# ---- block 1 ----
Fig. 1: block 1, cell outlines without signal wires
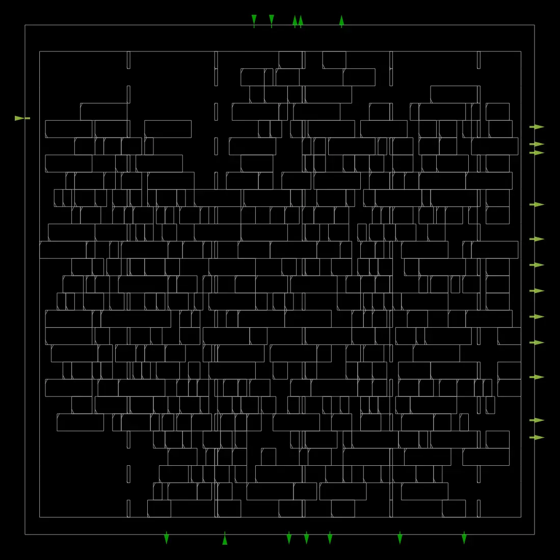

[config.mk]
export PLATFORM = sky130hd
export DESIGN_NAME = tcs_freq_counter
export DESIGN_NICKNAME = d
export VERILOG_FILES = /design/src/rtl/tcs_freq_counter.sv
export SDC_FILE = /design/constraint.sdc
export NUM_CORES = 1
export LEC_CHECK = 0
export CAP_MARGIN = 0
export CORE_MARGIN = 2
export CORE_UTILIZATION = 50
export DETAILED_ROUTE_END_ITERATION = 16
export PLACE_DENSITY = 0.78
export SLEW_MARGIN = 15
export SYNTH_ARGS = -nofsm -noshare
export SYNTH_HDL_FRONTEND = slang
export SYNTH_SLANG_ARGS = --single-unit
[constraint.sdc]
create_clock -name clock -period 6.1 [get_ports clock]
set_input_delay 1.22 -clock clock [delete_from_list [all_inputs] [get_ports clock]]
set_output_delay 1.22 -clock clock [all_outputs]
set_load 0.02 [all_outputs]
[src/rtl/tcs_freq_counter.sv]
// Gated frequency counter: synchronises the colour-sensor square wave, counts rising edges
// over a fixed gate window and strobes the result, with a settle gap before each window.
module tcs_freq_counter #(
    parameter int GATE_CYCLES   = 1_000_000,
    parameter int SETTLE_CYCLES = 200_000,
    parameter int CNT_W         = 18
) (
    input  logic             clock,
    input  logic             reset,
    input  logic             enable,
    input  logic             sensor_out,
    output logic [CNT_W-1:0] frequency,
    output logic             begin_flag,
    output logic             overflow,
    output logic             busy
);

    localparam int MAX_CYC = (GATE_CYCLES > SETTLE_CYCLES) ? GATE_CYCLES : SETTLE_CYCLES;
    localparam int TW      = $clog2((MAX_CYC < 2) ? 2 : MAX_CYC);
    localparam logic [TW-1:0]    GATE_LAST   = TW'(GATE_CYCLES - 1);
    localparam logic [TW-1:0]    SETTLE_LAST = TW'((SETTLE_CYCLES > 0) ? SETTLE_CYCLES - 1 : 0);
    localparam logic [CNT_W-1:0] CNT_MAX     = '1;

    typedef enum logic [1:0] {
        S_IDLE,
        S_SETTLE,
        S_COUNT,
        S_DONE
    } state_t;

    state_t           r_state;
    state_t           w_state_nxt;
    logic [TW-1:0]    r_timer;
    logic [CNT_W-1:0] r_cnt;
    logic             r_sat;
    logic             r_sync_p0;
    logic             r_sync_p1;
    logic             r_prev_p2;
    logic [CNT_W-1:0] r_frequency;
    logic             r_overflow;
    logic             r_begin_flag;
    logic             w_edge;
    logic             w_fire;
    logic [CNT_W-1:0] w_cnt_nxt;
    logic             w_sat_nxt;

    function automatic logic [CNT_W-1:0] sat_inc(input logic [CNT_W-1:0] v, input logic inc);
        if (inc && (v != CNT_MAX))
            return v + CNT_W'(1);
        return v;
    endfunction

    assign w_edge    = r_sync_p1 & ~r_prev_p2;
    assign w_cnt_nxt = sat_inc(r_cnt, w_edge);
    assign w_sat_nxt = r_sat | (w_edge & (r_cnt == CNT_MAX));
    // The edge seen on the final gate cycle still belongs to this window.
    assign w_fire    = (r_state == S_COUNT) && (w_state_nxt == S_DONE);

    always_comb begin
        w_state_nxt = r_state;
        case (r_state)
            S_IDLE:   if (enable) w_state_nxt = S_SETTLE;
            S_SETTLE: begin
                if (!enable)                     w_state_nxt = S_IDLE;
                else if (r_timer == SETTLE_LAST) w_state_nxt = S_COUNT;
            end
            S_COUNT:  begin
                if (!enable)                   w_state_nxt = S_IDLE;
                else if (r_timer == GATE_LAST) w_state_nxt = S_DONE;
            end
            S_DONE:   w_state_nxt = enable ? S_SETTLE : S_IDLE;
            default:  w_state_nxt = S_IDLE;
        endcase
    end

    always_ff @(posedge clock) begin
        if (!reset) begin
            r_state      <= S_IDLE;
            r_timer      <= '0;
            r_cnt        <= '0;
            r_sat        <= 1'b0;
            r_sync_p0    <= 1'b0;
            r_sync_p1    <= 1'b0;
            r_prev_p2    <= 1'b0;
            r_frequency  <= '0;
            r_overflow   <= 1'b0;
            r_begin_flag <= 1'b0;
        end else begin
            r_state   <= w_state_nxt;
            r_sync_p0 <= sensor_out;
            r_sync_p1 <= r_sync_p0;
            r_prev_p2 <= r_sync_p1;

            if ((w_state_nxt == r_state) && ((r_state == S_SETTLE) || (r_state == S_COUNT)))
                r_timer <= r_timer + TW'(1);
            else
                r_timer <= '0;

            if ((r_state == S_COUNT) && (w_state_nxt == S_COUNT)) begin
                r_cnt <= w_cnt_nxt;
                r_sat <= w_sat_nxt;
            end else begin
                r_cnt <= '0;
                r_sat <= 1'b0;
            end

            r_begin_flag <= w_fire;
            if (w_fire) begin
                r_frequency <= w_cnt_nxt;
                r_overflow  <= w_sat_nxt;
            end
        end
    end

    assign frequency  = r_frequency;
    assign overflow   = r_overflow;
    assign begin_flag = r_begin_flag;
    assign busy       = (r_state == S_SETTLE) || (r_state == S_COUNT);

endmodule
# ---- block 2 ----
===== src/rtl/mem1_lsu.sv =====
`default_nettype none
// ============================================================================
// Module   : mem1_lsu
// Purpose  : First memory stage. Registers the EX-to-MEM1 bus, runs the
//            data-bus request/grant/response handshake, holds the pipeline
//            through stallreq_mem1 until load data or store ack arrives,
//            packs the MEM1-to-MEM2 bus and forwards the ALU result to ID.
// Ports    : clk, rst (async, active-high), flush, stall[STALL_W-1:0]
//            ex2mem1_bus[237:0]   in  : from EX
//            mem12mem2_bus[245:0] out : to MEM2
//            mem12id_fwd[70:0]    out : to ID bypass / load-use detection
//            stallreq_mem1        out : to stall controller
//            dbus_req/we/addr/wstrb/wdata out, dbus_gnt/rvalid/rdata in
//            misalign             out : misaligned-access flag
// Config   : define MEM1_MISALIGN_CHK_EN to enable misalignment checking.
// Revision : 1.0 - initial release
// ============================================================================
module mem1_lsu #(
  parameter int STALL_W = 6
) (
  input  logic               clk,
  input  logic               rst,
  input  logic               flush,
  input  logic [STALL_W-1:0] stall,
  input  logic [237:0]       ex2mem1_bus,
  output logic [245:0]       mem12mem2_bus,
  output logic [70:0]        mem12id_fwd,
  output logic               stallreq_mem1,
  output logic               dbus_req,
  output logic               dbus_we,
  output logic [63:0]        dbus_addr,
  output logic [7:0]         dbus_wstrb,
  output logic [63:0]        dbus_wdata,
  input  logic               dbus_gnt,
  input  logic               dbus_rvalid,
  input  logic [63:0]        dbus_rdata,
  output logic               misalign
);

  typedef enum logic [1:0] {
    S_IDLE  = 2'd0,
    S_WAIT  = 2'd1,
    S_DONE  = 2'd2,
    S_DRAIN = 2'd3
  } state_e;

  state_e        state_q;
  logic [63:0]   rdata_q;
  logic [237:0]  pipe_q;
  logic [237:0]  pipe_d;

  // ---------------------------------------------------------------------------
  // EX-to-MEM1 pipeline register
  // ---------------------------------------------------------------------------
  always_comb begin
    pipe_d = pipe_q;
    if (flush) begin
      pipe_d = '0;
    end else if (stall[4] && !stall[5]) begin
      pipe_d = '0;
    end else if (!stall[4]) begin
      pipe_d = ex2mem1_bus;
    end
  end

  always_ff @(posedge clk or posedge rst) begin
    if (rst) begin
      pipe_q <= '0;
    end else begin
      pipe_q <= pipe_d;
    end
  end

  // ---------------------------------------------------------------------------
  // Field decode
  // ---------------------------------------------------------------------------
  logic [6:0]  w_lsu_op;
  logic        w_en, w_we, w_sz_b, w_sz_h, w_sz_w, w_sz_d;
  logic        w_sel_rf_res, w_rf_we;
  logic [4:0]  w_rf_waddr;
  logic [63:0] w_ex_result, w_store_data, w_pc;
  logic [31:0] w_inst;
  logic [2:0]  w_a;

  assign w_lsu_op     = pipe_q[237:231];
  assign w_sel_rf_res = pipe_q[230];
  assign w_rf_we      = pipe_q[229];
  assign w_rf_waddr   = pipe_q[228:224];
  assign w_ex_result  = pipe_q[223:160];
  assign w_store_data = pipe_q[159:96];
  assign w_pc         = pipe_q[95:32];
  assign w_inst       = pipe_q[31:0];

  assign w_en   = w_lsu_op[6];
  assign w_we   = w_lsu_op[5];
  assign w_sz_d = w_lsu_op[4];
  assign w_sz_w = w_lsu_op[3];
  assign w_sz_h = w_lsu_op[2];
  assign w_sz_b = w_lsu_op[1];
  assign w_a    = w_ex_result[2:0];

  // The signedness bit is consumed in MEM2; MEM1 only passes it through.
  logic w_unused;
  assign w_unused = ^{stall, w_lsu_op[0]};

  // ---------------------------------------------------------------------------
  // Misalignment check
  // ---------------------------------------------------------------------------
  logic w_misalign;
`ifdef MEM1_MISALIGN_CHK_EN
  assign w_misalign = w_en & ((w_sz_h & w_a[0]) |
                              (w_sz_w & (w_a[1:0] != 2'b00)) |
                              (w_sz_d & (w_a != 3'b000)));
`else
  assign w_misalign = 1'b0;
`endif

  // A misaligned access is treated as if no memory op were present.
  logic w_mem_en;
  assign w_mem_en = w_en & ~w_misalign;

  // ---------------------------------------------------------------------------
  // Byte lanes and store data
  // ---------------------------------------------------------------------------
  logic [7:0]  w_ram_sel;
  logic [63:0] w_wdata;

  always_comb begin
    w_ram_sel = 8'h00;
    if (w_mem_en) begin
      if (w_sz_d)      w_ram_sel = 8'hFF;
      else if (w_sz_w) w_ram_sel = 8'h0F << w_a;
      else if (w_sz_h) w_ram_sel = 8'h03 << w_a;
      else if (w_sz_b) w_ram_sel = 8'h01 << w_a;
    end
  end

  always_comb begin
    w_wdata = w_store_data;
    if (w_sz_b)      w_wdata = {8{w_store_data[7:0]}};
    else if (w_sz_h) w_wdata = {4{w_store_data[15:0]}};
    else if (w_sz_w) w_wdata = {2{w_store_data[31:0]}};
  end

  // ---------------------------------------------------------------------------
  // Bus handshake FSM
  // ---------------------------------------------------------------------------
  logic w_dbus_req;
  assign w_dbus_req = w_mem_en & (state_q == S_IDLE) & ~flush;

  always_ff @(posedge clk or posedge rst) begin
    if (rst) begin
      state_q <= S_IDLE;
      rdata_q <= '0;
    end else begin
      case (state_q)
        S_IDLE: begin
          if (w_dbus_req && dbus_gnt) state_q <= S_WAIT;
        end
        S_WAIT: begin
          if (flush) begin
            // A response arriving with the flush closes the transaction;
            // otherwise the in-flight response still has to be absorbed.
            state_q <= dbus_rvalid ? S_IDLE : S_DRAIN;
          end else if (dbus_rvalid) begin
            if (stall[4]) begin
              state_q <= S_DONE;
              rdata_q <= dbus_rdata;
            end else begin
              state_q <= S_IDLE;
            end
          end
        end
        S_DONE: begin
          if (flush || !stall[4]) state_q <= S_IDLE;
        end
        S_DRAIN: begin
          if (dbus_rvalid) state_q <= S_IDLE;
        end
        default: state_q <= S_IDLE;
      endcase
    end
  end

  // ---------------------------------------------------------------------------
  // Outputs
  // ---------------------------------------------------------------------------
  logic [63:0] w_mem_rdata;
  always_comb begin
    w_mem_rdata = '0;
    if (state_q == S_DONE)                     w_mem_rdata = rdata_q;
    else if (state_q == S_WAIT && dbus_rvalid) w_mem_rdata = dbus_rdata;
  end

  logic [6:0] w_out_lsu_op;
  logic       w_out_rf_we;
  assign w_out_lsu_op = w_misalign ? 7'd0 : w_lsu_op;
  assign w_out_rf_we  = w_rf_we & ~w_misalign;

  assign stallreq_mem1 = w_mem_en &
                         ~((state_q == S_DONE) | ((state_q == S_WAIT) & dbus_rvalid));

  assign dbus_req   = w_dbus_req;
  assign dbus_we    = w_mem_en & w_we;
  assign dbus_addr  = {w_ex_result[63:3], 3'b000};
  assign dbus_wstrb = w_we ? w_ram_sel : 8'h00;
  assign dbus_wdata = w_wdata;
  assign misalign   = w_misalign;

  assign mem12mem2_bus = {w_mem_rdata, w_out_lsu_op, w_ram_sel, w_sel_rf_res,
                          w_out_rf_we, w_rf_waddr, w_ex_result, w_pc, w_inst};
  assign mem12id_fwd   = {w_sel_rf_res, w_out_rf_we, w_rf_waddr, w_ex_result};

endmodule
`default_nettype wire


===== config.mk =====
export PLATFORM = sky130hd
export DESIGN_NAME = mem1_lsu
export DESIGN_NICKNAME = d
export VERILOG_FILES = /design/src/rtl/mem1_lsu.sv
export SDC_FILE = /design/constraint.sdc
export NUM_CORES = 1
export LEC_CHECK = 0
export CAP_MARGIN = 20
export CORE_AREA = 2 2 299 301
export CTS_BUF_LIST = sky130_fd_sc_hd__clkbuf_8
export DETAILED_ROUTE_END_ITERATION = 10
export DIE_AREA = 0 0 301 303
export GPL_TIMING_DRIVEN = 0
export PLACE_DENSITY = 0.44
export SETUP_SLACK_MARGIN = 0.1
export SLEW_MARGIN = 20
export SYNTH_ARGS = -nofsm -noshare
export SYNTH_HDL_FRONTEND = slang
export SYNTH_SLANG_ARGS = --single-unit

===== constraint.sdc =====
create_clock -name clk -period 17.5 [get_ports clk]
set_input_delay 3.5 -clock clk [delete_from_list [all_inputs] [get_ports clk]]
set_output_delay 3.5 -clock clk [all_outputs]
set_load 0.05 [all_outputs]

# ---- block 3 ----
<file path="src/rtl/motor_pwm_scheduler_if.sv">
// Command/status bundle between the SPI receive side and the PWM scheduler.
// The master drives the command word and strobe; the slave (scheduler) drives pins and status.
interface motor_pwm_scheduler_if #(
  parameter int NUM_CH = 4
);
  logic [31:0]       cmd_word;
  logic              cmd_strobe;
  logic [NUM_CH-1:0] pwm_out;
  logic              frame_start;
  logic              wdog_trip;
  logic [7:0]        cmd_count;
  logic [7:0]        err_count;

  modport master (
    output cmd_word, cmd_strobe,
    input  pwm_out, frame_start, wdog_trip, cmd_count, err_count
  );

  modport slave (
    input  cmd_word, cmd_strobe,
    output pwm_out, frame_start, wdog_trip, cmd_count, err_count
  );
endinterface

</file>
<file path="src/rtl/motor_pwm_scheduler.sv">
// Command scheduler and multi-channel PWM generator. Periods are staged in shadow
// registers and applied only at frame boundaries; a link watchdog zeroes all duty.
//
//   state     | meaning
//   ----------+----------------------------------------------
//   S_IDLE    | waiting for a synchronized strobe rising edge
//   S_CAPTURE | latch the command word
//   S_DECODE  | classify select, clamp period
//   S_COMMIT  | write shadow registers and counters
module motor_pwm_scheduler #(
  parameter int NUM_CH      = 4,
  parameter int TICK_DIV    = 500,
  parameter int FRAME_TICKS = 2000,
  parameter int WDOG_FRAMES = 25
) (
  input logic                  clk,
  input logic                  rst_n,
  motor_pwm_scheduler_if.slave bus
);
  localparam int PW = 11;
  localparam int TW = (TICK_DIV > 1) ? $clog2(TICK_DIV) : 1;
  localparam int WW = $clog2(WDOG_FRAMES + 1);
  localparam logic [PW-1:0] FRAME_MAX = PW'(FRAME_TICKS);

  typedef enum logic [1:0] {S_IDLE, S_CAPTURE, S_DECODE, S_COMMIT} state_t;

  state_t r_state, w_state_next;
  logic   w_capture, w_decode, w_commit;

  logic r_stb_meta, r_stb_sync, r_stb_prev;
  logic w_edge;

  logic [7:0]        r_cmd_sel;
  logic [PW-1:0]     r_cmd_per;
  logic              w_sel_valid;
  logic [NUM_CH-1:0] w_sel_mask;
  logic [PW-1:0]     w_per_clamped;
  logic              r_dec_valid;
  logic [NUM_CH-1:0] r_dec_mask;
  logic [PW-1:0]     r_dec_period;
  logic              w_commit_ok, w_commit_bad;

  logic [TW-1:0] r_tick_cnt;
  logic [PW-1:0] r_frame_cnt, w_frame_cnt_next;
  logic          w_tick, w_boundary;

  logic [WW-1:0] r_wd_cnt;
  logic          w_trip_evt;
  logic          r_wdog_trip;

  logic [PW-1:0]     r_shadow      [NUM_CH];
  logic [PW-1:0]     r_active      [NUM_CH];
  logic [PW-1:0]     w_active_next [NUM_CH];
  logic [NUM_CH-1:0] r_pwm;
  logic              r_frame_start;
  logic [7:0]        r_cmd_count, r_err_count;

  // The strobe comes from the SPI clock domain; only the synchronized rising edge counts.
  always_ff @(posedge clk or negedge rst_n) begin
    if (!rst_n) begin
      r_stb_meta <= 1'b0;
      r_stb_sync <= 1'b0;
      r_stb_prev <= 1'b0;
    end else begin
      r_stb_meta <= bus.cmd_strobe;
      r_stb_sync <= r_stb_meta;
      r_stb_prev <= r_stb_sync;
    end
  end

  assign w_edge = r_stb_sync & ~r_stb_prev;

  always_ff @(posedge clk or negedge rst_n) begin
    if (!rst_n) r_state <= S_IDLE;
    else        r_state <= w_state_next;
  end

  always_comb begin
    w_state_next = r_state;
    w_capture    = 1'b0;
    w_decode     = 1'b0;
    w_commit     = 1'b0;
    unique case (r_state)
      S_IDLE:    if (w_edge) w_state_next = S_CAPTURE;
      S_CAPTURE: begin w_capture = 1'b1; w_state_next = S_DECODE; end
      S_DECODE:  begin w_decode  = 1'b1; w_state_next = S_COMMIT; end
      S_COMMIT:  begin w_commit  = 1'b1; w_state_next = S_IDLE;   end
      default:   w_state_next = S_IDLE;
    endcase
  end

  always_comb begin
    w_sel_mask    = '0;
    w_sel_valid   = (r_cmd_sel == 8'h00) || (r_cmd_sel == 8'hFF) ||
                    ((r_cmd_sel >= 8'd1) && (r_cmd_sel <= 8'(NUM_CH)));
    w_per_clamped = (r_cmd_per > FRAME_MAX) ? FRAME_MAX : r_cmd_per;
    for (int i = 0; i < NUM_CH; i++)
      w_sel_mask[i] = (r_cmd_sel == 8'hFF) || (r_cmd_sel == 8'(i + 1));
  end

  always_ff @(posedge clk or negedge rst_n) begin
    if (!rst_n) begin
      r_cmd_sel    <= '0;
      r_cmd_per    <= '0;
      r_dec_valid  <= 1'b0;
      r_dec_mask   <= '0;
      r_dec_period <= '0;
    end else begin
      if (w_capture) begin
        r_cmd_sel <= bus.cmd_word[31:24];
        r_cmd_per <= bus.cmd_word[23:13];
      end
      if (w_decode) begin
        r_dec_valid  <= w_sel_valid;
        r_dec_mask   <= w_sel_mask;
        r_dec_period <= w_per_clamped;
      end
    end
  end

  assign w_commit_ok  = w_commit &  r_dec_valid;
  assign w_commit_bad = w_commit & ~r_dec_valid;

  assign w_tick     = (r_tick_cnt == TW'(TICK_DIV - 1));
  assign w_boundary = w_tick && (r_frame_cnt == PW'(FRAME_TICKS - 1));

  always_comb begin
    w_frame_cnt_next = r_frame_cnt;
    if (w_boundary)  w_frame_cnt_next = '0;
    else if (w_tick) w_frame_cnt_next = r_frame_cnt + 1'b1;
  end

  // A valid commit landing on the tripping boundary keeps the link alive.
  assign w_trip_evt = w_boundary && !w_commit_ok && (r_wd_cnt == WW'(WDOG_FRAMES - 1));

  always_comb begin
    for (int i = 0; i < NUM_CH; i++) begin
      w_active_next[i] = r_active[i];
      if (w_trip_evt)      w_active_next[i] = '0;
      else if (w_boundary) w_active_next[i] = r_shadow[i];
    end
  end

  always_ff @(posedge clk or negedge rst_n) begin
    if (!rst_n) begin
      r_tick_cnt    <= '0;
      r_frame_cnt   <= '0;
      r_frame_start <= 1'b0;
      r_wd_cnt      <= '0;
      r_wdog_trip   <= 1'b0;
      r_cmd_count   <= '0;
      r_err_count   <= '0;
    end else begin
      r_tick_cnt    <= w_tick ? '0 : r_tick_cnt + 1'b1;
      r_frame_cnt   <= w_frame_cnt_next;
      r_frame_start <= w_boundary;
      if (w_commit_ok) begin
        r_wd_cnt    <= '0;
        r_wdog_trip <= 1'b0;
        r_cmd_count <= r_cmd_count + 8'd1;
      end else begin
        if (w_boundary && (r_wd_cnt < WW'(WDOG_FRAMES))) r_wd_cnt <= r_wd_cnt + 1'b1;
        if (w_trip_evt) r_wdog_trip <= 1'b1;
      end
      if (w_commit_bad && (r_err_count != 8'hFF)) r_err_count <= r_err_count + 8'd1;
    end
  end

  always_ff @(posedge clk or negedge rst_n) begin
    if (!rst_n) begin
      r_pwm <= '0;
      for (int i = 0; i < NUM_CH; i++) begin
        r_shadow[i] <= '0;
        r_active[i] <= '0;
      end
    end else begin
      for (int i = 0; i < NUM_CH; i++) begin
        r_active[i] <= w_active_next[i];
        r_pwm[i]    <= (w_frame_cnt_next < w_active_next[i]);
        if (w_trip_evt)                         r_shadow[i] <= '0;
        else if (w_commit_ok && r_dec_mask[i])  r_shadow[i] <= r_dec_period;
      end
    end
  end

  assign bus.pwm_out     = r_pwm;
  assign bus.frame_start = r_frame_start;
  assign bus.wdog_trip   = r_wdog_trip;
  assign bus.cmd_count   = r_cmd_count;
  assign bus.err_count   = r_err_count;
endmodule

</file>
<file path="src/flat_wrapper.sv">
// flat-port wrapper written by rule: the top's interface ports become plain ports
module motor_pwm_scheduler_flat 
#(
  parameter int NUM_CH      = 4,
  parameter int TICK_DIV    = 500,
  parameter int FRAME_TICKS = 2000,
  parameter int WDOG_FRAMES = 25
)
  (clk, rst_n, bus_cmd_word, bus_cmd_strobe, bus_pwm_out, bus_frame_start, bus_wdog_trip, bus_cmd_count, bus_err_count);
  motor_pwm_scheduler_if #(.NUM_CH(NUM_CH)) bus_i ();
  input logic clk;
  input logic rst_n;
  input wire logic [$bits(bus_i.cmd_word)-1:0] bus_cmd_word;
  input wire logic [$bits(bus_i.cmd_strobe)-1:0] bus_cmd_strobe;
  output wire logic [$bits(bus_i.pwm_out)-1:0] bus_pwm_out;
  output wire logic [$bits(bus_i.frame_start)-1:0] bus_frame_start;
  output wire logic [$bits(bus_i.wdog_trip)-1:0] bus_wdog_trip;
  output wire logic [$bits(bus_i.cmd_count)-1:0] bus_cmd_count;
  output wire logic [$bits(bus_i.err_count)-1:0] bus_err_count;
  assign bus_i.cmd_word = bus_cmd_word;
  assign bus_i.cmd_strobe = bus_cmd_strobe;
  assign bus_pwm_out = bus_i.pwm_out;
  assign bus_frame_start = bus_i.frame_start;
  assign bus_wdog_trip = bus_i.wdog_trip;
  assign bus_cmd_count = bus_i.cmd_count;
  assign bus_err_count = bus_i.err_count;
  motor_pwm_scheduler #(.NUM_CH(NUM_CH), .TICK_DIV(TICK_DIV), .FRAME_TICKS(FRAME_TICKS), .WDOG_FRAMES(WDOG_FRAMES)) u_core (.clk(clk), .rst_n(rst_n), .bus(bus_i));
endmodule
</file>
<file path="config.mk">
export PLATFORM = sky130hd
export DESIGN_NAME = motor_pwm_scheduler_flat
export DESIGN_NICKNAME = d
export VERILOG_FILES = /design/src/rtl/motor_pwm_scheduler_if.sv /design/src/rtl/motor_pwm_scheduler.sv /design/src/flat_wrapper.sv
export SDC_FILE = /design/constraint.sdc
export NUM_CORES = 1
export LEC_CHECK = 0
export CAP_MARGIN = 20
export CELL_PAD_IN_SITES_DETAIL_PLACEMENT = 2
export CELL_PAD_IN_SITES_GLOBAL_PLACEMENT = 2
export CORE_UTILIZATION = 38
export CTS_CLUSTER_SIZE = 28
export DETAILED_ROUTE_END_ITERATION = 10
export PLACE_DENSITY_LB_ADDON = 0.1
export SETUP_SLACK_MARGIN = 0.3
export SLEW_MARGIN = 40
export SYNTH_ARGS = -nofsm -noshare
export SYNTH_HDL_FRONTEND = slang
export SYNTH_SLANG_ARGS = --single-unit
</file>
<file path="constraint.sdc">
create_clock -name clk -period 3.89 [get_ports clk]
set_clock_uncertainty 0.1 [all_clocks]
set_input_delay 1.167 -clock clk [delete_from_list [all_inputs] [get_ports clk]]
set_output_delay 1.167 -clock clk [all_outputs]
set_load 0.02 [all_outputs]
</file>
# ---- block 4 ----
## src/rtl/tdc_ctrl_pkg.sv

```systemverilog
// -----------------------------------------------------------------------------
// tdc_ctrl_pkg
// Shared definitions for the TDC measurement sequencer:
//   - TDC result widths and the derived sample / sum widths
//   - FSM state encoding
//   - coarse overflow detect and saturate-to-sample conversion
// -----------------------------------------------------------------------------
package tdc_ctrl_pkg;

  localparam int COARSE_W          = 32;
  localparam int FINE_W            = 9;
  localparam int SAMPLE_LSB_COARSE = 15;
  localparam int SAMPLE_W          = SAMPLE_LSB_COARSE + FINE_W;
  // 255 samples of the largest value still fit without wrapping.
  localparam int SUM_W             = SAMPLE_W + 8;

  typedef enum logic [2:0] {
    ST_IDLE,
    ST_ARM,
    ST_MEAS,
    ST_CAPT,
    ST_DONE
  } state_t;

  // Any coarse bit above the kept field means the sample cannot be represented.
  function automatic logic coarse_ovf(input logic [COARSE_W-1:0] coarse);
    return |coarse[COARSE_W-1:SAMPLE_LSB_COARSE];
  endfunction

  function automatic logic [SAMPLE_W-1:0] sat_sample(
    input logic [COARSE_W-1:0] coarse,
    input logic [FINE_W-1:0]   fine
  );
    if (coarse_ovf(coarse)) begin
      return '1;
    end
    return {coarse[SAMPLE_LSB_COARSE-1:0], fine};
  endfunction

endpackage

```

## src/rtl/tdc_stats_accum.sv

```systemverilog
// -----------------------------------------------------------------------------
// tdc_stats_accum
// Running statistics over captured TDC samples.
// Ports:
//   clk, rst     clock, asynchronous active-high reset
//   clr          restart statistics (min to all-ones, everything else to 0)
//   upd          fold 'sample' into last/min/max/sum
//   sample       saturated sample
//   last_sample  most recent sample
//   min_sample   smallest sample since clr
//   max_sample   largest sample since clr
//   sum_sample   sum of samples since clr
// -----------------------------------------------------------------------------
module tdc_stats_accum
  import tdc_ctrl_pkg::*;
(
  input  logic                clk,
  input  logic                rst,
  input  logic                clr,
  input  logic                upd,
  input  logic [SAMPLE_W-1:0] sample,
  output logic [SAMPLE_W-1:0] last_sample,
  output logic [SAMPLE_W-1:0] min_sample,
  output logic [SAMPLE_W-1:0] max_sample,
  output logic [SUM_W-1:0]    sum_sample
);

  always_ff @(posedge clk or posedge rst) begin
    if (rst) begin
      last_sample <= '0;
      min_sample  <= '1;
      max_sample  <= '0;
      sum_sample  <= '0;
    end else if (clr) begin
      last_sample <= '0;
      min_sample  <= '1;
      max_sample  <= '0;
      sum_sample  <= '0;
    end else if (upd) begin
      last_sample <= sample;
      if (sample < min_sample) begin
        min_sample <= sample;
      end
      if (sample > max_sample) begin
        max_sample <= sample;
      end
      sum_sample <= sum_sample + SUM_W'(sample);
    end
  end

endmodule

```

## src/rtl/tdc_meas_ctrl.sv

```systemverilog
// -----------------------------------------------------------------------------
// tdc_meas_ctrl
// Measurement sequencer for the on-chip TDC. Arms the TDC for cfg_count
// start/stop measurements, applies a per-phase timeout and keeps statistics.
// Ports:
//   clk, rst                    clock, asynchronous active-high reset
//   start, abort                single-cycle run control pulses
//   cfg_count, cfg_timeout      run configuration, latched on accepted start
//   tdc_busy/coarse/fine        TDC status and result
//   tdc_arm                     enables the TDC start input gate
//   busy, done                  run in progress / sticky run finished
//   err_timeout/ovf/cfg         sticky error flags
//   meas_cnt                    measurements completed in current/last run
//   last/min/max/sum_sample     statistics
// -----------------------------------------------------------------------------
module tdc_meas_ctrl
  import tdc_ctrl_pkg::*;
(
  input  logic                clk,
  input  logic                rst,
  input  logic                start,
  input  logic                abort,
  input  logic [7:0]          cfg_count,
  input  logic [15:0]         cfg_timeout,
  input  logic                tdc_busy,
  input  logic [COARSE_W-1:0] tdc_coarse,
  input  logic [FINE_W-1:0]   tdc_fine,
  output logic                tdc_arm,
  output logic                busy,
  output logic                done,
  output logic                err_timeout,
  output logic                err_ovf,
  output logic                err_cfg,
  output logic [7:0]          meas_cnt,
  output logic [SAMPLE_W-1:0] last_sample,
  output logic [SAMPLE_W-1:0] min_sample,
  output logic [SAMPLE_W-1:0] max_sample,
  output logic [SUM_W-1:0]    sum_sample
);

  state_t        state_reg;
  logic [7:0]    count_reg;
  logic [15:0]   timeout_reg;
  logic [15:0]   phase_cnt_reg;

  logic                accept_start;
  logic                capture;
  logic                timeout_hit;
  logic [7:0]          meas_cnt_inc;
  logic [SAMPLE_W-1:0] sample;

  // abort also suppresses a start seen in the same cycle.
  assign accept_start = (state_reg == ST_IDLE) && start && !abort && (cfg_count != 8'd0);
  assign capture      = (state_reg == ST_CAPT) && !abort;
  // Phase counter holds the number of cycles spent in the phase, including
  // the current one, so the exit decision lands cfg_timeout cycles in.
  assign timeout_hit  = (timeout_reg != 16'd0) && (phase_cnt_reg == timeout_reg);
  assign meas_cnt_inc = meas_cnt + 8'd1;
  assign sample       = sat_sample(tdc_coarse, tdc_fine);

  tdc_stats_accum u_stats (
    .clk         (clk),
    .rst         (rst),
    .clr         (accept_start),
    .upd         (capture),
    .sample      (sample),
    .last_sample (last_sample),
    .min_sample  (min_sample),
    .max_sample  (max_sample),
    .sum_sample  (sum_sample)
  );

  always_ff @(posedge clk or posedge rst) begin
    if (rst) begin
      state_reg     <= ST_IDLE;
      count_reg     <= '0;
      timeout_reg   <= '0;
      phase_cnt_reg <= '0;
      tdc_arm       <= 1'b0;
      busy          <= 1'b0;
      done          <= 1'b0;
      err_timeout   <= 1'b0;
      err_ovf       <= 1'b0;
      err_cfg       <= 1'b0;
      meas_cnt      <= '0;
    end else if (abort && (state_reg != ST_IDLE)) begin
      state_reg <= ST_IDLE;
      tdc_arm   <= 1'b0;
      busy      <= 1'b0;
      done      <= 1'b1;
    end else begin
      case (state_reg)
        ST_IDLE: begin
          if (accept_start) begin
            count_reg     <= cfg_count;
            timeout_reg   <= cfg_timeout;
            phase_cnt_reg <= 16'd1;
            meas_cnt      <= '0;
            done          <= 1'b0;
            err_timeout   <= 1'b0;
            err_ovf       <= 1'b0;
            err_cfg       <= 1'b0;
            busy          <= 1'b1;
            tdc_arm       <= 1'b1;
            state_reg     <= ST_ARM;
          end else if (start && !abort) begin
            err_cfg <= 1'b1;
          end
        end
        ST_ARM: begin
          if (timeout_hit) begin
            err_timeout <= 1'b1;
            done        <= 1'b1;
            busy        <= 1'b0;
            tdc_arm     <= 1'b0;
            state_reg   <= ST_IDLE;
          end else if (tdc_busy) begin
            // Level check: busy already high on entry counts as the rise.
            tdc_arm       <= 1'b0;
            phase_cnt_reg <= 16'd1;
            state_reg     <= ST_MEAS;
          end else begin
            phase_cnt_reg <= phase_cnt_reg + 16'd1;
          end
        end
        ST_MEAS: begin
          if (timeout_hit) begin
            err_timeout <= 1'b1;
            done        <= 1'b1;
            busy        <= 1'b0;
            state_reg   <= ST_IDLE;
          end else if (!tdc_busy) begin
            state_reg <= ST_CAPT;
          end else begin
            phase_cnt_reg <= phase_cnt_reg + 16'd1;
          end
        end
        ST_CAPT: begin
          meas_cnt <= meas_cnt_inc;
          if (coarse_ovf(tdc_coarse)) begin
            err_ovf <= 1'b1;
          end
          if (meas_cnt_inc == count_reg) begin
            state_reg <= ST_DONE;
          end else begin
            tdc_arm       <= 1'b1;
            phase_cnt_reg <= 16'd1;
            state_reg     <= ST_ARM;
          end
        end
        ST_DONE: begin
          done      <= 1'b1;
          busy      <= 1'b0;
          state_reg <= ST_IDLE;
        end
        default: begin
          state_reg <= ST_IDLE;
        end
      endcase
    end
  end

endmodule

```

## config.mk

```make
export PLATFORM = sky130hd
export DESIGN_NAME = tdc_meas_ctrl
export DESIGN_NICKNAME = d
export VERILOG_FILES = /design/src/rtl/tdc_ctrl_pkg.sv /design/src/rtl/tdc_stats_accum.sv /design/src/rtl/tdc_meas_ctrl.sv
export SDC_FILE = /design/constraint.sdc
export NUM_CORES = 1
export LEC_CHECK = 0
export ABC_AREA = 1
export CAP_MARGIN = 5
export CORE_MARGIN = 5
export CORE_UTILIZATION = 35
export CTS_CLUSTER_DIAMETER = 60
export DETAILED_ROUTE_END_ITERATION = 6
export SKIP_LAST_GASP = 1
export SYNTH_ARGS = -nofsm -noshare
export SYNTH_HDL_FRONTEND = slang
export SYNTH_SLANG_ARGS = --single-unit
```

## constraint.sdc

```tcl
create_clock -name clk -period 12.5 [get_ports clk]
set_input_delay 1.25 -clock clk [delete_from_list [all_inputs] [get_ports clk]]
set_output_delay 1.25 -clock clk [all_outputs]
set_load 0.02 [all_outputs]
```

Fig. 2: block 4, cell outlines without signal wires
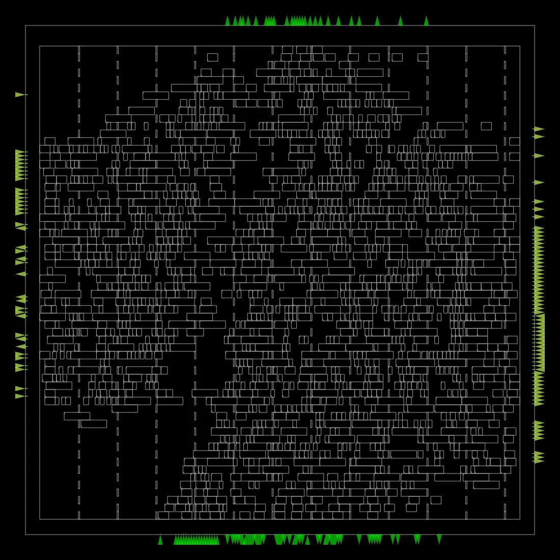
fin cells: 1947
# rows: 62
TAP cells: 384
Layout Utilization: 45.3%

Fig. 3: block 4, routed clock nets over the placement
The bar under the picture is 50 um long.
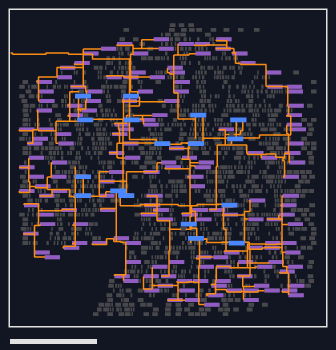
[orange] clock wires | length: 2480 um
[blue] cells driving clock nets | count: 17
[purple] flip-flops | count: 161
flops lie: all over the die
clock network power: 542 uW
Clk pwr share: 16.1%
clk latency late pin: 0.44 ns
clk_skew: 0.0196 ns

==> results.py, block 4 <==
# Metrics from the implementation run
metrics = {
    "cells_and_area": {
        "final_cell_mix": "nand2_1 (349), clkdlybuf4s50_1 (187), inv_1 (174)",
        "antenna_cells": 0,
        "flop-count": 161,
    },
    "timing": {
        "finalSetupTns_ns": 0,
        "timing.final.ws_setup_ns": 7.06,
    },
    "critical_path": {
        "crit_end": "u_stats.min_sample[15]",
    },
    "floorplan": {
        "chipArea_sq_um": 32900,
        "fp_util_pct": 35.6,
        "pin_count": 188,
    },
    "cts": {
        "cts_buffer_depth": 2,
        "cts_sinks": 161,
    },
    "global_routing": {
        "met2_usage_pct": 33.9,
        "grt_first_pass_wirelength_mm": 51.0,
        "grtUsageTotal_pct": 19.1,
    },
    "yosys": {
        "ys.flops": 161,
        "yosys.area.top_type": "dfrtp_1",
    },
    "detailed_routing": {
        "drcViolationCount": 0,
        "routed-wl-met3_mm": 1.86,
    },
    "place": {
        "placed_cell_area_sq_um": 12500,
    },
    "power": {
        "pg_seq_uw": 963,
    },
    "status": {
        "outcome": "finished clean",
    },
}
Fig. 4: block 1, routed clock nets over the placement
The bar under the picture is 20 um long.
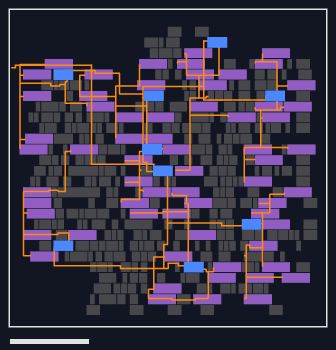
[orange] clock wires | length: 752 um
[blue] cells driving clock nets | count: 9
[purple] flip-flops | count: 64
routed clock nets: 10
clock network power: 369 uW
clk latency late pin: 0.34 ns
Clk pwr share: 43.2%
clk_skew: 0.00791 ns

Notes on Fig. 1 above:
Seq cells: 64
# rows: 27
TAP cells: 72
total core area: 5570 sq um
FILL cells: 504

==> results.py, block 1 <==
# Metrics from the implementation run
metrics = {
    "status": {
        "outcome": "finished clean",
    },
    "global_routing": {
        "grt_pass1_vias": 2122,
        "grtUsageTotal_pct": 18.3,
    },
    "critical_path": {
        "crit_fanout": 10,
        "worstPathBufferInverterCount": 2,
        "crit_end": "busy",
        "critPathLaunchType": "flop",
        "rr_worst_depth": 8,
        "required_ns": 4.88,
    },
    "cts": {
        "cts_buffer_depth": 2,
    },
    "place": {
        "placed_cell_area_sq_um": 3200,
        "hpwlAfterDp_mm": 3.72,
    },
    "power": {
        "peakVddDrop_mv": 0.186,
    },
    "floorplan": {
        "die_w_um": 80.3,
    },
    "detailed_routing": {
        "routed-wl-met3_um": 209,
        "drt-total-wl_mm": 5.19,
    },
    "yosys": {
        "yosys_warnings": 0,
        "area_leaders": "dfxtp_1 (44%), nor2_1 (6.4%), xnor2_1 (4.5%), xor2_1 (4.5%), a211oi_1 (4.1%)",
        "ys.flops": 64,
        "async_flop_share_pct": 0,
        "synthCells": 331,
    },
    "worst_hold_path": {
        "hold_class": "reg -> reg",
    },
    "cells_and_area": {
        "layoutNonFillerInstCount": 433,
    },
}
Fig. 5: block 2, placed cells, one color a class
The bar under the picture is 100 um long.
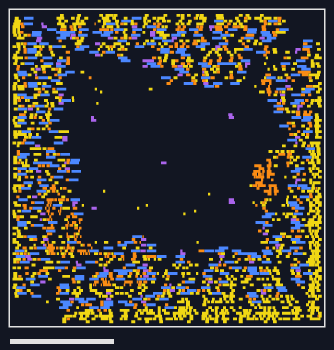
[orange] all other logic | cells: 599
[purple] clock drivers and dummy loads | cells: 101
[blue] flip-flops | cells: 304
[yellow] other buffers and delay cells | cells: 1174

Fig. 6: block 2, met2 routing
Cells faint in the background.
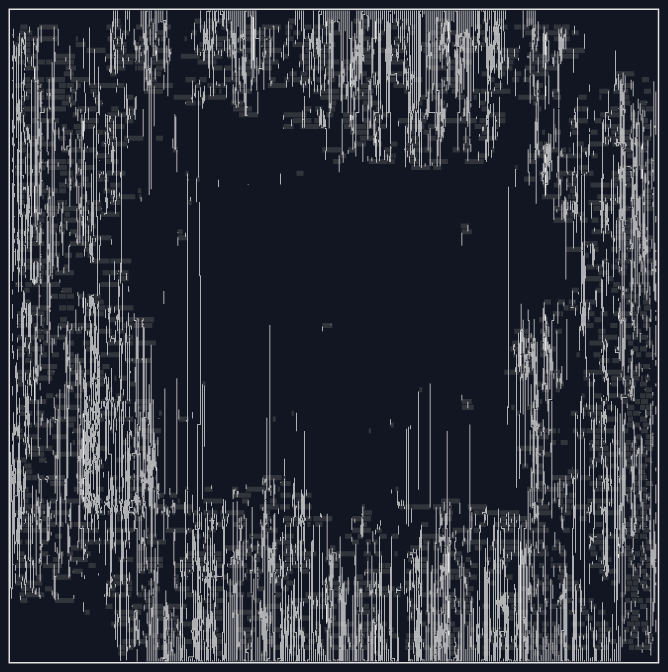
wire length on this layer: 34.5 mm
longest straight run: 147 um
share of all routed wire: 50%
main direction: vertical
nets with wire on the layer: 2199

==> results.py, block 2 <==
# Metrics from the implementation run
metrics = {
    "cells_and_area": {
        "layoutNonFillerInstCount": 3350,
        "flop-count": 304,
        "largest_reg_flops": 238,
        "n_all_buffers": 1174,
        "fillCellCount": 9150,
        "antenna_cells": 7,
    },
    "critical_path": {
        "slowest_delay_ns": 0.86,
        "path_depth": 5,
    },
    "cts": {
        "cts_resized": 0,
        "cts_tree": "yes",
        "insertion_delay_ns": 0.64,
    },
    "status": {
        "outcome": "finished clean",
    },
    "timing": {
        "fin_crit_sh_pct": 54.5,
        "setup_viol": 0,
        "finalSetupTns_ns": 0,
        "period_needed_ns": 9.53,
    },
    "place": {
        "place_congestion": 0.828,
    },
    "yosys": {
        "ys_area_sq_um": 15300,
        "ys_seq_share_pct": 49.8,
        "edf_count": 0,
    },
    "floorplan": {
        "num_rows": 109,
    },
    "detailed_routing": {
        "drt_first_pass_iters": 5,
    },
    "power": {
        "pwr.group.clock_uw": 709,
    },
    "job": {
        "tool_warnings": 38,
    },
}
Fig. 7: block 3, placed cells, one color a class
The bar under the picture is 50 um long.
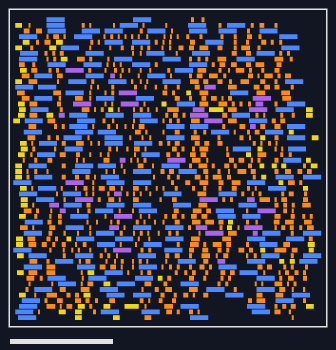
[yellow] other buffers and delay cells | cells: 67
[purple] clock drivers and dummy loads | cells: 32
[orange] all other logic | cells: 666
[blue] flip-flops | cells: 175

==> results.py, block 3 <==
# Metrics from the implementation run
metrics = {
    "status": {
        "outcome": "finished clean",
    },
    "critical_path": {
        "path_cells": "ha_1, nand4bb_1, or3_4, or4_1, a21oi_1, buf_4, ha_1, and4_1, a2bb2oi_1, a21oi_1, a211oi_1",
        "r2r_slack_ns": 0.46,
        "critPathKind": "reg -> reg",
        "slowest_delay_ns": 0.53,
    },
    "timing": {
        "finalHoldViolations": 0,
        "whs_ns": 0.262,
        "period_needed_ns": 3.43,
        "worst_pin_slew_ns": 0.845,
    },
    "global_routing": {
        "grt_max_degree": 63,
        "met2_usage_pct": 41.4,
    },
    "cells_and_area": {
        "syn_to_final_growth_pct": 16.3,
        "sh_seq_area_pct": 43.5,
        "clock_area_share_pct": 5.93,
        "drive_gt1_share_pct": 10.7,
    },
    "detailed_routing": {
        "wl_per_cell_um": 21.1,
    },
    "power": {
        "p_int_uw": 3760,
        "cellLeakagePower_uw": 0.00446,
    },
    "yosys": {
        "ys_sh_simple_pct": 15.7,
        "yosys.area.top_type": "dfrtp_1",
        "netlist_area_sq_um": 8660,
        "async_flop_share_pct": 100,
        "flop_cell": "dfrtp_1",
        "synth_top_cell_by_count": "dfrtp_1",
    },
    "cts": {
        "cts_buffers": 17,
    },
    "floorplan": {
        "core-area_sq_um": 22100,
        "die_w_um": 153,
    },
}


## Gallery

Gate-type map.
(a)
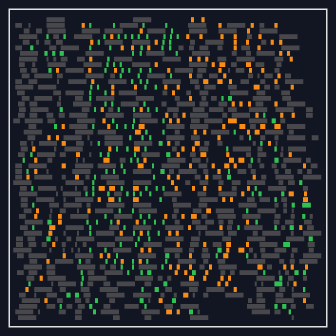
(b)
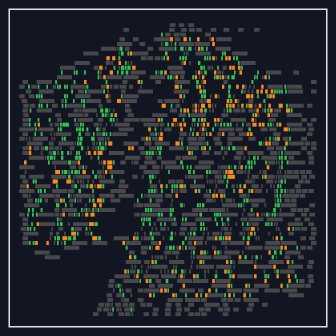
(c)
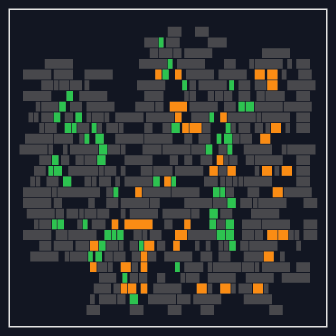
- most cells: (b)
- fewest cells: (c)
block 1 -> (c)
block 4 -> (b)
block 3 -> (a)

Key to (b):
[orange] inverting AOI/OAI gates | cells: 222 | most used: o21ai_0
[green] NAND gates | cells: 482 | most used: nand2_1


==> layout pictures side by side <==
Met2 routing.
Cells faint in the background.
image #1
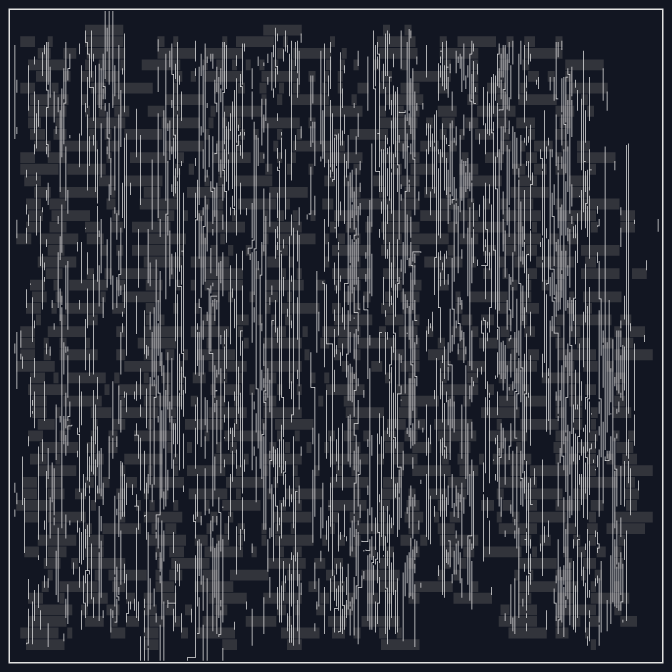
image #2
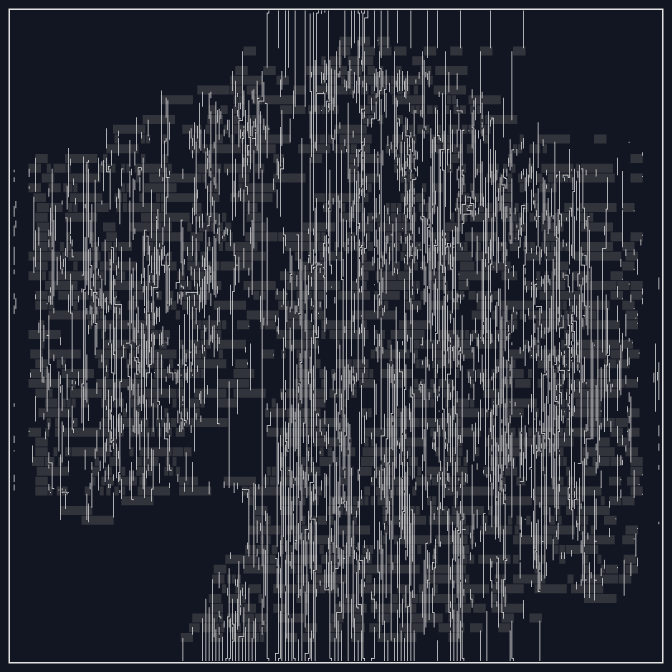
image #3
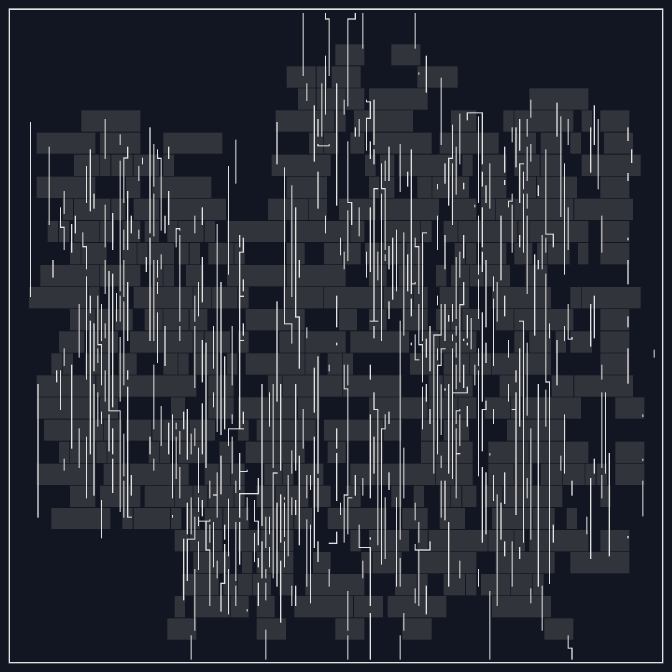
block 1 -> image #3
block 3 -> image #1
block 4 -> image #2

Key to image #3:
main direction: vertical
wire length on this layer: 2500 um
share of all routed wire: 48%
longest straight run: 27.2 um

Power is estimated from default activity; no workload was simulated.
